# ---- spike_rate_decoder_flat ----
==> config.mk <==
export PLATFORM = sky130hd
export DESIGN_NAME = spike_rate_decoder_flat
export DESIGN_NICKNAME = d
export VERILOG_FILES = /design/src/rtl/spike_decoder_pkg.sv /design/src/rtl/spike_rate_decoder_if.sv /design/src/rtl/spike_argmax.sv /design/src/rtl/spike_rate_decoder.sv /design/src/flat_wrapper.sv
export SDC_FILE = /design/constraint.sdc
export NUM_CORES = 1
export LEC_CHECK = 0
export CAP_MARGIN = 25
export CORE_ASPECT_RATIO = 1.2
export CORE_MARGIN = 2
export CORE_UTILIZATION = 45
export CTS_CLUSTER_DIAMETER = 150
export CTS_CLUSTER_SIZE = 8
export DETAILED_ROUTE_END_ITERATION = 12
export PLACE_DENSITY = 0.67
export SLEW_MARGIN = 20
export SYNTH_ARGS = -nofsm -noshare
export SYNTH_HDL_FRONTEND = slang
export SYNTH_SLANG_ARGS = --single-unit
==> constraint.sdc <==
create_clock -name clk -period 4.7 [get_ports clk]
set_input_delay 1.175 -clock clk [delete_from_list [all_inputs] [get_ports clk]]
set_output_delay 1.175 -clock clk [all_outputs]
set_load 0.05 [all_outputs]
==> src/rtl/spike_decoder_pkg.sv <==
// Shared constants and state encoding for the spike rate decoder.
package spike_decoder_pkg;

    localparam int NUM_NEURONS_DEF = 3;
    localparam int CNT_W_DEF       = 8;
    localparam int WIN_W_DEF       = 8;
    localparam int WINNER_W        = $clog2(NUM_NEURONS_DEF);

    typedef enum logic {
        IDLE,
        COUNT
    } state_t;

endpackage

==> src/rtl/spike_rate_decoder_if.sv <==
// Spike input / result output bundle between the spiking network, the decoder and its reader.
interface spike_rate_decoder_if
    import spike_decoder_pkg::*;
#(
    parameter int NUM_NEURONS = NUM_NEURONS_DEF,
    parameter int CNT_W       = CNT_W_DEF,
    parameter int WIN_W       = WIN_W_DEF
) ();

    logic                         enable;
    logic [WIN_W-1:0]             window_len;
    logic [NUM_NEURONS-1:0]       spikes_in;
    logic [NUM_NEURONS*CNT_W-1:0] counts_out;
    logic [WINNER_W-1:0]          winner;
    logic                         no_spike;
    logic                         result_valid;
    logic                         busy;

    modport master (
        output enable, window_len, spikes_in,
        input  counts_out, winner, no_spike, result_valid, busy
    );

    modport slave (
        input  enable, window_len, spikes_in,
        output counts_out, winner, no_spike, result_valid, busy
    );

endinterface

==> src/rtl/spike_argmax.sv <==
// Combinational argmax over packed counters; ties resolve to the lowest index.
module spike_argmax #(
    parameter int NUM_NEURONS = 3,
    parameter int CNT_W       = 8,
    parameter int WINNER_W    = 2
) (
    input  logic [NUM_NEURONS*CNT_W-1:0] counts,
    output logic [WINNER_W-1:0]          index,
    output logic                         all_zero
);

    logic [CNT_W-1:0] best;

    always_comb begin
        index    = '0;
        all_zero = 1'b1;
        best     = counts[0 +: CNT_W];
        for (int k = 0; k < NUM_NEURONS; k++) begin
            if (counts[k*CNT_W +: CNT_W] != '0) begin
                all_zero = 1'b0;
            end
            // Strict compare keeps the earlier neuron on a tie.
            if (counts[k*CNT_W +: CNT_W] > best) begin
                best  = counts[k*CNT_W +: CNT_W];
                index = WINNER_W'(k);
            end
        end
    end

endmodule

==> src/rtl/spike_rate_decoder.sv <==
// Counts spikes per neuron over a programmable window and publishes
// saturated counts, the winning neuron and a result strobe at each window end.
module spike_rate_decoder
    import spike_decoder_pkg::*;
#(
    parameter int NUM_NEURONS = NUM_NEURONS_DEF,
    parameter int CNT_W       = CNT_W_DEF,
    parameter int WIN_W       = WIN_W_DEF
) (
    input  logic clk,
    input  logic reset_n,
    spike_rate_decoder_if.slave bus
);

    state_t                       state_reg, state_next;
    logic [NUM_NEURONS*CNT_W-1:0] acc_reg;
    logic [NUM_NEURONS*CNT_W-1:0] acc_next;
    logic [NUM_NEURONS*CNT_W-1:0] counts_reg;
    logic [WIN_W-1:0]             win_cnt_reg;
    logic [WIN_W-1:0]             len_reg;
    logic [WINNER_W-1:0]          winner_reg;
    logic                         no_spike_reg;
    logic                         result_valid_reg;

    logic [WIN_W-1:0]             cur_len;
    logic [WIN_W-1:0]             cur_cnt;
    logic                         last_sample;
    logic                         sampling;
    logic                         window_done;
    logic [WINNER_W-1:0]          argmax_index;
    logic                         argmax_zero;

    genvar gi;
    generate
        for (gi = 0; gi < NUM_NEURONS; gi++) begin : g_acc
            logic [CNT_W-1:0] acc_k;
            assign acc_k = acc_reg[gi*CNT_W +: CNT_W];
            assign acc_next[gi*CNT_W +: CNT_W] =
                (bus.spikes_in[gi] && (acc_k != {CNT_W{1'b1}})) ? acc_k + CNT_W'(1) : acc_k;
        end
    endgenerate

    spike_argmax #(
        .NUM_NEURONS (NUM_NEURONS),
        .CNT_W       (CNT_W),
        .WINNER_W    (WINNER_W)
    ) u_argmax (
        .counts   (acc_next),
        .index    (argmax_index),
        .all_zero (argmax_zero)
    );

    always_ff @(posedge clk) begin
        if (!reset_n) begin
            state_reg <= IDLE;
        end else begin
            state_reg <= state_next;
        end
    end

    // The start cycle in IDLE is already sample 0, so it sees a counter of 0
    // and the length presented on the port.
    always_comb begin
        state_next  = state_reg;
        sampling    = 1'b0;
        window_done = 1'b0;
        cur_len     = (state_reg == IDLE) ? bus.window_len : len_reg;
        cur_cnt     = (state_reg == IDLE) ? '0 : win_cnt_reg;
        last_sample = (cur_cnt == (cur_len - WIN_W'(1)));
        case (state_reg)
            IDLE: begin
                if (bus.enable) begin
                    sampling    = 1'b1;
                    window_done = last_sample;
                    state_next  = COUNT;
                end
            end
            COUNT: begin
                if (last_sample) begin
                    sampling    = 1'b1;
                    window_done = 1'b1;
                    state_next  = bus.enable ? COUNT : IDLE;
                end else if (!bus.enable) begin
                    state_next = IDLE;
                end else begin
                    sampling = 1'b1;
                end
            end
            default: state_next = IDLE;
        endcase
    end

    always_ff @(posedge clk) begin
        if (!reset_n) begin
            acc_reg          <= '0;
            win_cnt_reg      <= '0;
            len_reg          <= '0;
            counts_reg       <= '0;
            winner_reg       <= '0;
            no_spike_reg     <= 1'b1;
            result_valid_reg <= 1'b0;
        end else begin
            result_valid_reg <= window_done;
            if (window_done) begin
                counts_reg   <= acc_next;
                winner_reg   <= argmax_index;
                no_spike_reg <= argmax_zero;
                acc_reg      <= '0;
                win_cnt_reg  <= '0;
                len_reg      <= bus.window_len;
            end else if (sampling) begin
                acc_reg     <= acc_next;
                win_cnt_reg <= cur_cnt + WIN_W'(1);
                if (state_reg == IDLE) begin
                    len_reg <= bus.window_len;
                end
            end else begin
                // Idle or aborted window: partial counts are discarded.
                acc_reg     <= '0;
                win_cnt_reg <= '0;
            end
        end
    end

    assign bus.counts_out   = counts_reg;
    assign bus.winner       = winner_reg;
    assign bus.no_spike     = no_spike_reg;
    assign bus.result_valid = result_valid_reg;
    assign bus.busy         = (state_reg == COUNT);

endmodule

==> src/flat_wrapper.sv <==
// flat-port wrapper written by rule: the top's interface ports become plain ports
module spike_rate_decoder_flat import spike_decoder_pkg::*;
#(
    parameter int NUM_NEURONS = NUM_NEURONS_DEF,
    parameter int CNT_W       = CNT_W_DEF,
    parameter int WIN_W       = WIN_W_DEF
)
  (clk, reset_n, bus_enable, bus_window_len, bus_spikes_in, bus_counts_out, bus_winner, bus_no_spike, bus_result_valid, bus_busy);
  spike_rate_decoder_if #(.NUM_NEURONS(NUM_NEURONS), .CNT_W(CNT_W), .WIN_W(WIN_W)) bus_i ();
  input  logic clk;
  input  logic reset_n;
  input wire logic [$bits(bus_i.enable)-1:0] bus_enable;
  input wire logic [$bits(bus_i.window_len)-1:0] bus_window_len;
  input wire logic [$bits(bus_i.spikes_in)-1:0] bus_spikes_in;
  output wire logic [$bits(bus_i.counts_out)-1:0] bus_counts_out;
  output wire logic [$bits(bus_i.winner)-1:0] bus_winner;
  output wire logic [$bits(bus_i.no_spike)-1:0] bus_no_spike;
  output wire logic [$bits(bus_i.result_valid)-1:0] bus_result_valid;
  output wire logic [$bits(bus_i.busy)-1:0] bus_busy;
  assign bus_i.enable = bus_enable;
  assign bus_i.window_len = bus_window_len;
  assign bus_i.spikes_in = bus_spikes_in;
  assign bus_counts_out = bus_i.counts_out;
  assign bus_winner = bus_i.winner;
  assign bus_no_spike = bus_i.no_spike;
  assign bus_result_valid = bus_i.result_valid;
  assign bus_busy = bus_i.busy;
  spike_rate_decoder #(.NUM_NEURONS(NUM_NEURONS), .CNT_W(CNT_W), .WIN_W(WIN_W)) u_core (.clk(clk), .reset_n(reset_n), .bus(bus_i));
endmodule
# ---- piso_tx_arbiter ----
[config.mk]
export PLATFORM = sky130hd
export DESIGN_NAME = piso_tx_arbiter
export DESIGN_NICKNAME = d
export VERILOG_FILES = /design/src/rtl/piso_tx_arbiter_pkg.sv /design/src/rtl/piso_shifter.sv /design/src/rtl/piso_tx_arbiter.sv
export SDC_FILE = /design/constraint.sdc
export NUM_CORES = 1
export LEC_CHECK = 0
export ABC_AREA = 1
export CAP_MARGIN = 10
export CORE_ASPECT_RATIO = 0.75
export CORE_MARGIN = 5
export CORE_UTILIZATION = 42
export CTS_CLUSTER_DIAMETER = 100
export DETAILED_ROUTE_END_ITERATION = 10
export PLACE_DENSITY_LB_ADDON = 0.1
export SLEW_MARGIN = 20
export SYNTH_ARGS = -nofsm -noshare
export SYNTH_HDL_FRONTEND = slang
export SYNTH_SLANG_ARGS = --single-unit
[constraint.sdc]
create_clock -name clk -period 1.1 [get_ports clk]
set_input_delay 0.275 -clock clk [delete_from_list [all_inputs] [get_ports clk]]
set_output_delay 0.275 -clock clk [all_outputs]
set_load 0.05 [all_outputs]
[src/rtl/piso_tx_arbiter_pkg.sv]
// rtl/piso_tx_arbiter_pkg.sv - shared FSM state type and requester indices for the PISO transmit arbiter
package piso_tx_arbiter_pkg;

    typedef enum logic [1:0] {
        ST_IDLE  = 2'd0,
        ST_SHIFT = 2'd1,
        ST_GAP   = 2'd2
    } state_t;

    localparam logic REQ0 = 1'b0;
    localparam logic REQ1 = 1'b1;

endpackage

[src/rtl/piso_shifter.sv]
// rtl/piso_shifter.sv - parallel-load, right-shifting register exposing its LSB
module piso_shifter #(
    parameter int WIDTH = 4
) (
    input  logic             clk,
    input  logic             rst,
    input  logic             i_load,
    input  logic [WIDTH-1:0] i_data,
    input  logic             i_shift_en,
    output logic             o_lsb
);

    logic [WIDTH-1:0] r_q;

    // Load wins over shift so a new word is never corrupted by a stale enable.
    always_ff @(posedge clk or negedge rst) begin
        if (!rst) begin
            r_q <= '0;
        end else if (i_load) begin
            r_q <= i_data;
        end else if (i_shift_en) begin
            r_q <= {1'b0, r_q[WIDTH-1:1]};
        end
    end

    assign o_lsb = r_q[0];

endmodule

[src/rtl/piso_tx_arbiter.sv]
// rtl/piso_tx_arbiter.sv - two-way round-robin arbiter and sequencer for a shared serial transmitter
module piso_tx_arbiter
    import piso_tx_arbiter_pkg::*;
#(
    parameter int WIDTH = 4,
    parameter int GAP   = 1
) (
    input  logic             clk,
    input  logic             rst,
    input  logic [1:0]       req_valid,
    input  logic [WIDTH-1:0] req_data0,
    input  logic [WIDTH-1:0] req_data1,
    output logic [1:0]       req_ready,
    input  logic             pause,
    output logic             ser_out,
    output logic             ser_valid,
    output logic             frame_start,
    output logic             frame_end,
    output logic             grant_id,
    output logic             busy
);

    localparam int CW  = $clog2(WIDTH) + 1;
    localparam int GCW = (GAP > 0) ? $clog2(GAP + 1) : 1;
    localparam int GAP_LAST_I = (GAP > 0) ? GAP - 1 : 0;
    localparam logic [CW-1:0]  BIT_LAST = CW'(WIDTH - 1);
    localparam logic [GCW-1:0] GAP_LAST = GCW'(GAP_LAST_I);

    state_t          r_state;
    logic            r_rr_ptr;
    logic [CW-1:0]   r_bit_cnt;
    logic [GCW-1:0]  r_gap_cnt;

    logic             w_sel;
    logic             w_xfer;
    logic             w_shift;
    logic             w_lsb;
    logic [WIDTH-1:0] w_sel_data;

    // r_rr_ptr names the requester that wins the next tie.
    always_comb begin
        w_sel = REQ0;
        if (req_valid == 2'b11) begin
            w_sel = r_rr_ptr;
        end else if (req_valid[1]) begin
            w_sel = REQ1;
        end
    end

    always_comb begin
        req_ready = '0;
        if (r_state == ST_IDLE && req_valid[w_sel]) begin
            req_ready[w_sel] = 1'b1;
        end
    end

    assign w_xfer     = |(req_valid & req_ready);
    assign w_shift    = (r_state == ST_SHIFT) && !pause;
    assign w_sel_data = (w_sel == REQ1) ? req_data1 : req_data0;

    piso_shifter #(
        .WIDTH (WIDTH)
    ) u_shifter (
        .clk        (clk),
        .rst        (rst),
        .i_load     (w_xfer),
        .i_data     (w_sel_data),
        .i_shift_en (w_shift),
        .o_lsb      (w_lsb)
    );

    always_ff @(posedge clk or negedge rst) begin
        if (!rst) begin
            r_state     <= ST_IDLE;
            r_rr_ptr    <= REQ0;
            r_bit_cnt   <= '0;
            r_gap_cnt   <= '0;
            ser_out     <= 1'b0;
            ser_valid   <= 1'b0;
            frame_start <= 1'b0;
            frame_end   <= 1'b0;
            grant_id    <= 1'b0;
            busy        <= 1'b0;
        end else begin
            ser_valid   <= 1'b0;
            frame_start <= 1'b0;
            frame_end   <= 1'b0;
            case (r_state)
                ST_IDLE: begin
                    if (w_xfer) begin
                        grant_id  <= w_sel;
                        r_rr_ptr  <= ~w_sel;
                        r_bit_cnt <= '0;
                        r_state   <= ST_SHIFT;
                        busy      <= 1'b1;
                    end
                end
                ST_SHIFT: begin
                    // A paused cycle leaves ser_out, shifter and counter untouched.
                    if (!pause) begin
                        ser_out     <= w_lsb;
                        ser_valid   <= 1'b1;
                        frame_start <= (r_bit_cnt == '0);
                        frame_end   <= (r_bit_cnt == BIT_LAST);
                        r_bit_cnt   <= r_bit_cnt + 1'b1;
                        if (r_bit_cnt == BIT_LAST) begin
                            r_gap_cnt <= '0;
                            if (GAP > 0) begin
                                r_state <= ST_GAP;
                            end else begin
                                r_state <= ST_IDLE;
                                busy    <= 1'b0;
                            end
                        end
                    end
                end
                ST_GAP: begin
                    r_gap_cnt <= r_gap_cnt + 1'b1;
                    if (r_gap_cnt == GAP_LAST) begin
                        r_state <= ST_IDLE;
                        busy    <= 1'b0;
                    end
                end
                default: begin
                    r_state <= ST_IDLE;
                    busy    <= 1'b0;
                end
            endcase
        end
    end

endmodule

# ---- uart_rx_fsm ----
<file path="src/rtl/uart_rx_fsm.sv">
// rtl/uart_rx_fsm.sv - UART receive control FSM: start detect, oversample/bit counters, checker enables
//
// Ports:
//   CLK, RST          oversample clock (one tick per 1/PRESCALE bit), synchronous active-high reset
//   rx_in             raw serial line, idle high
//   par_en            parity bit present; latched when a frame starts
//   strt_glitch       registered start-check result (seen in the first DATA cycle)
//   par_err           registered parity-check result (seen in the first STOP cycle)
//   stp_err           registered stop-check result (seen in ERR_CHK)
//   edge_cnt          tick index within the current bit
//   bit_cnt           data-bit index
//   dat_samp_en       sampler enable
//   strt_chk_en, par_chk_en, stp_chk_en   checker enables
//   deser_en          deserializer shift strobe, last tick of each data bit
//   data_valid        one-cycle pulse when a frame completes without error

module uart_rx_fsm #(
    parameter int PRESCALE   = 8,
    parameter int DATA_WIDTH = 8
) (
    input  logic       CLK,
    input  logic       RST,
    input  logic       rx_in,
    input  logic       par_en,
    input  logic       strt_glitch,
    input  logic       par_err,
    input  logic       stp_err,
    output logic [5:0] edge_cnt,
    output logic [3:0] bit_cnt,
    output logic       dat_samp_en,
    output logic       strt_chk_en,
    output logic       par_chk_en,
    output logic       stp_chk_en,
    output logic       deser_en,
    output logic       data_valid
);

    typedef enum logic [2:0] {
        IDLE,
        START,
        DATA,
        PARITY,
        STOP,
        ERR_CHK
    } state_t;

    localparam logic [5:0] EDGE_LAST = 6'(PRESCALE - 1);
    localparam logic [3:0] BIT_LAST  = 4'(DATA_WIDTH - 1);

    state_t     state;
    logic       par_en_lat;
    logic       par_flag;
    logic       edge_wrap;
    logic [5:0] edge_next;

    assign edge_wrap = (edge_cnt == EDGE_LAST);
    assign edge_next = edge_wrap ? 6'd0 : edge_cnt + 6'd1;

    always_ff @(posedge CLK) begin
        if (RST) begin
            state      <= IDLE;
            edge_cnt   <= 6'd0;
            bit_cnt    <= 4'd0;
            par_en_lat <= 1'b0;
            par_flag   <= 1'b0;
        end else begin
            case (state)
                IDLE: begin
                    bit_cnt  <= 4'd0;
                    edge_cnt <= 6'd0;
                    // The detect cycle is tick 0 of the start bit.
                    if (!rx_in) begin
                        state      <= START;
                        edge_cnt   <= 6'd1;
                        par_en_lat <= par_en;
                    end
                end
                START: begin
                    edge_cnt <= edge_next;
                    if (edge_wrap) begin
                        state   <= DATA;
                        bit_cnt <= 4'd0;
                    end
                end
                DATA: begin
                    // The start checker's verdict lands in the first DATA cycle.
                    if (bit_cnt == 4'd0 && edge_cnt == 6'd0 && strt_glitch) begin
                        state    <= IDLE;
                        edge_cnt <= 6'd0;
                        bit_cnt  <= 4'd0;
                    end else begin
                        edge_cnt <= edge_next;
                        if (edge_wrap) begin
                            if (bit_cnt == BIT_LAST) begin
                                bit_cnt <= 4'd0;
                                state   <= par_en_lat ? PARITY : STOP;
                            end else begin
                                bit_cnt <= bit_cnt + 4'd1;
                            end
                        end
                    end
                end
                PARITY: begin
                    edge_cnt <= edge_next;
                    if (edge_wrap) begin
                        state <= STOP;
                    end
                end
                STOP: begin
                    // The parity verdict is only valid in the first STOP cycle;
                    // the checker clears it once its enable drops.
                    if (edge_cnt == 6'd0) begin
                        par_flag <= par_en_lat & par_err;
                    end
                    edge_cnt <= edge_next;
                    if (edge_wrap) begin
                        state <= ERR_CHK;
                    end
                end
                ERR_CHK: begin
                    bit_cnt  <= 4'd0;
                    edge_cnt <= 6'd0;
                    // A falling edge here is the next frame's tick 0.
                    if (!rx_in) begin
                        state      <= START;
                        edge_cnt   <= 6'd1;
                        par_en_lat <= par_en;
                    end else begin
                        state <= IDLE;
                    end
                end
                default: begin
                    state    <= IDLE;
                    edge_cnt <= 6'd0;
                    bit_cnt  <= 4'd0;
                end
            endcase
        end
    end

    // Enables are pure decodes of registered state/counters: no path from rx_in.
    assign dat_samp_en = (state == START) || (state == DATA) ||
                         (state == PARITY) || (state == STOP);
    assign strt_chk_en = (state == START);
    assign par_chk_en  = (state == PARITY);
    assign stp_chk_en  = (state == STOP);
    assign deser_en    = (state == DATA) && edge_wrap;
    assign data_valid  = (state == ERR_CHK) && !stp_err && !par_flag;

endmodule

</file>
<file path="config.mk">
export PLATFORM = sky130hd
export DESIGN_NAME = uart_rx_fsm
export DESIGN_NICKNAME = d
export VERILOG_FILES = /design/src/rtl/uart_rx_fsm.sv
export SDC_FILE = /design/constraint.sdc
export NUM_CORES = 1
export LEC_CHECK = 0
export CORE_MARGIN = 1
export CORE_UTILIZATION = 30
export DETAILED_ROUTE_END_ITERATION = 7
export GPL_ROUTABILITY_DRIVEN = 1
export SLEW_MARGIN = 0
export SYNTH_ARGS = -nofsm -noshare
export SYNTH_HDL_FRONTEND = slang
export SYNTH_SLANG_ARGS = --single-unit
</file>
<file path="constraint.sdc">
create_clock -name CLK -period 1.7 [get_ports CLK]
set_input_delay 0.34 -clock CLK [delete_from_list [all_inputs] [get_ports CLK]]
set_output_delay 0.34 -clock CLK [all_outputs]
set_load 0.05 [all_outputs]
</file>

==> gallery <==
Cell density map.
picture 1
Scale: 4 px per micron. 6 x 5 tiles, from dark purple (low) to yellow (high), 0 to 100% covered.
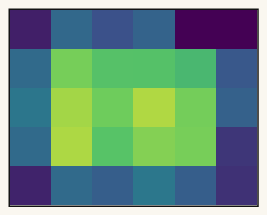
picture 2
Scale: 4 px per micron. 12 x 12 tiles, from dark purple (low) to yellow (high), 0 to 100% covered.
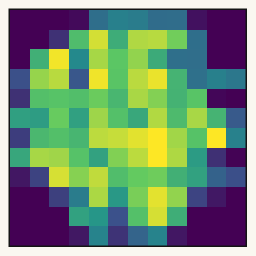
picture 3
Scale: 2 px per micron. 9 x 11 tiles, from dark purple (low) to yellow (high), 0 to 100% covered.
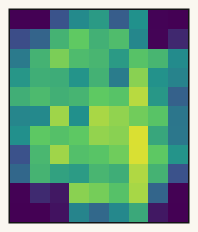
- largest die: picture 3
For uart_rx_fsm, see picture 2.
For piso_tx_arbiter, see picture 1.
For spike_rate_decoder_flat, see picture 3.

spike_rate_decoder_flat/port_nets.png
Scale: 4 px per micron.
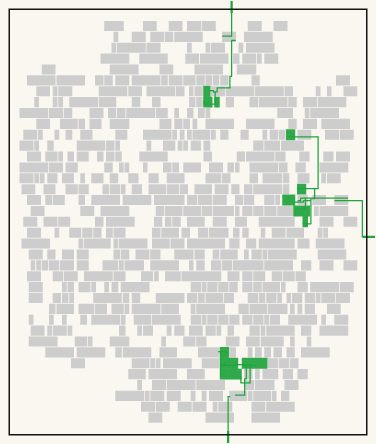
[green] bus_spikes_in | bits: 3 | direction: input | edge: 1 south, 1 east, 1 north | end cells: 15 | buffers: 5 | wire: 160 microns

spike_rate_decoder_flat/registers.png
Scale: 4 px per micron. Other sequential cells in the stronger grey, the rest of the logic in the fainter grey.
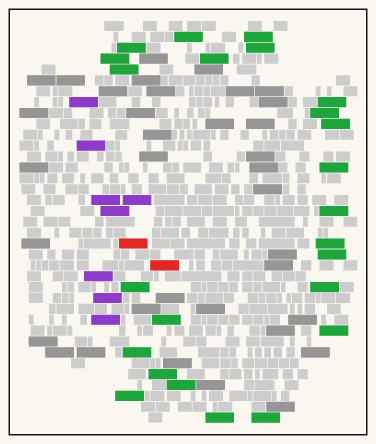
[red] u_core.bus.winner | placed flops: 2
[purple] u_core.win_cnt_reg | placed flops: 8
[green] u_core.bus.counts_out | placed flops: 24

==> impl_metrics.yaml, spike_rate_decoder_flat <==
# physical design summary
outcome:
  status: "finished, final reports clean"
min_path:
  worstHoldEndpoint: "u_core.len_reg[7]$_SDFFE_PN0P_"
power:
  p_clk_mw: 0.409
  p_int_mw: 0.8769
  p_total_mw: 1.205
synthesis:
  yosysTopAreaCell: "dfxtp_1"
  synth_warnings: 0
  ys_sh_adder_pct: 6.094
  synth_top_area_share_pct: 35.41
final_timing:
  clock_skew_ns: 0.007892
detailed_routing:
  drc: 0
  met3_length_microns: 334
  drtPass1Iterations: 4
  met2_length_mm: 4.924
grt:
  grt_max_degree: 37
finish:
  nClkBuffers: 11
  nNonClkBuffers: 94
clocking:
  insertion_delay_ns: 0.36
placed_design:
  io_buffers: 42
  pre_cts_slack_ns: -0.5616
setup_path:
  cp_max_fo: 4
uart_rx_fsm/registers.png
Scale: 6 px per micron. Other sequential cells in the stronger grey, the rest of the logic in the fainter grey.
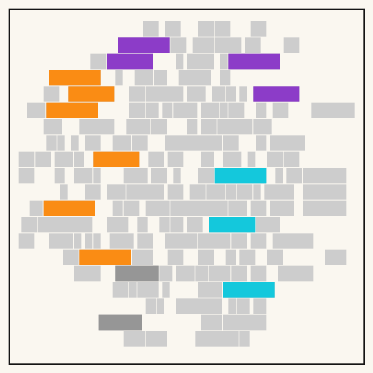
[cyan] state | placed flops: 3
[purple] bit_cnt | placed flops: 4 | where: north
[orange] edge_cnt | placed flops: 6
Finished Core Util: 56.52%
Reg area: 336.6 sq um
Seq area share: 19.51%
Seq. pwr: 0.476 mW

==> impl_metrics.yaml, uart_rx_fsm <==
# physical design summary
outcome:
  status: "complete, but fails checks"
  violations: "negative setup slack"
grt:
  grt-ovfl-total: 0
  grt_max_degree: 11
  grt_first_pass_wirelength_mm: 4.540
  grt_pass1_vias: 1011
synthesis:
  floorplan.nets: 121
  syn-cell-area_sq_um: 970.9
  async_flop_share_pct: 0
  syn_avg_cell_area_sq_um: 8.827
  ys_types: 41
die:
  nWellTaps: 44
finish:
  drive_gt1_share_pct: 60.84
  comb_share_pct: 42.93
  nNonClkBuffers: 56
  largest_cell_class: "logic gates"
  final_nets: 178
  clock_area_share_pct: 1.595
clocking:
  cts_tree: "done"
  clk_path_buf_depth: 2
  ctsHoldBuffers: 0
setup_path:
  crit_path_end_kind: "primary output"
  crit_type: "flip-flop to primary output"
  startpoint_type: "flip-flop"
  path_common_cell: "nor3_4"
  rr_startpoint: "edge_cnt[0]$_SDFF_PP0_"
power:
  combPwrFrac_pct: 66.4
  p_int_mw: 1.166
final_timing:
  fin_crit_sh_pct: 103.0
  fin_ws_ns: -0.05084
  setup_viol: 4
  finalHoldViolCount: 0
  worstMarginPinSlew_ns: 0.3960
  clock_skew_ns: 0.002445
job:
  tool_warnings: 31
  max_cap_violations: 0
detailed_routing:
  drtPass1Iterations: 4
  viasPerCell: 4.890
  routed_wl_mm: 2.831
min_path:
  hp-class: "flip-flop to flip-flop"
  worstHoldPathCells: 2
piso_tx_arbiter/final_clocks.png
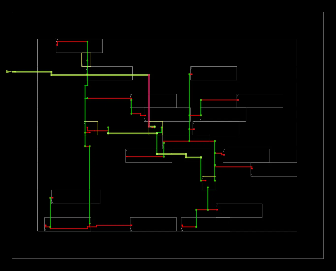
Worst Clk Skew: 0.003389 ns
Seq cells: 17
clock sink total: 17
Latency at later pin: 0.30 ns

piso_tx_arbiter/gate_families.png
Scale: 8 px per micron.
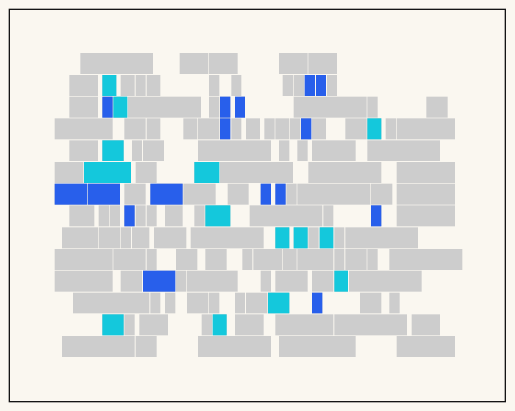
[cyan] inverting AOI/OAI gates | cells: 14 | most used: o21ai_1
[blue] NOR gates | cells: 16 | most used: nor2_1

==> impl_metrics.yaml, piso_tx_arbiter <==
# physical design summary
outcome:
  status: "complete, but fails checks"
  violations: "negative setup slack"
finish:
  final_nets: 162
  synthToLayoutAreaGrowth_pct: 67.75
  clock_area_share_pct: 1.940
  reg_top3: "u_shifter.r_q: 4 flops, r_bit_cnt: 3 flops, r_state: 2 flops"
  lay_top_count: "nand2_1"
  finish.utilization_pct: 72.32
  nClkBuffers: 3
clocking:
  cts_buffers: 3
  ctsHoldBuffers: 0
  clk_path_buf_depth: 2
  postCtsSetupRepairBufs: 3
die:
  rows: 14
  initial_core_util_pct: 43.11
  die_area_sq_mm: 0.003021
final_timing:
  setup_viol: 19
  fin_ws_ns: -0.4181
  slew_viol_final: 0
synthesis:
  yosysSeqAreaShare_pct: 50.30
  async_flop_share_pct: 100.0
  xor_share_pct: 0
power:
  p_seq_mw: 1.07
grt:
  met3_usage_pct: 5.820
setup_path:
  rr_startpoint: "r_state[0]$_DFFE_PN0P_"
  cpMaxStageDelayCell: "dfrtp_2"
  endpoint: "req_ready[1]"
  crit_path_end_kind: "primary output"

Power and IR drop assume default switching activity.
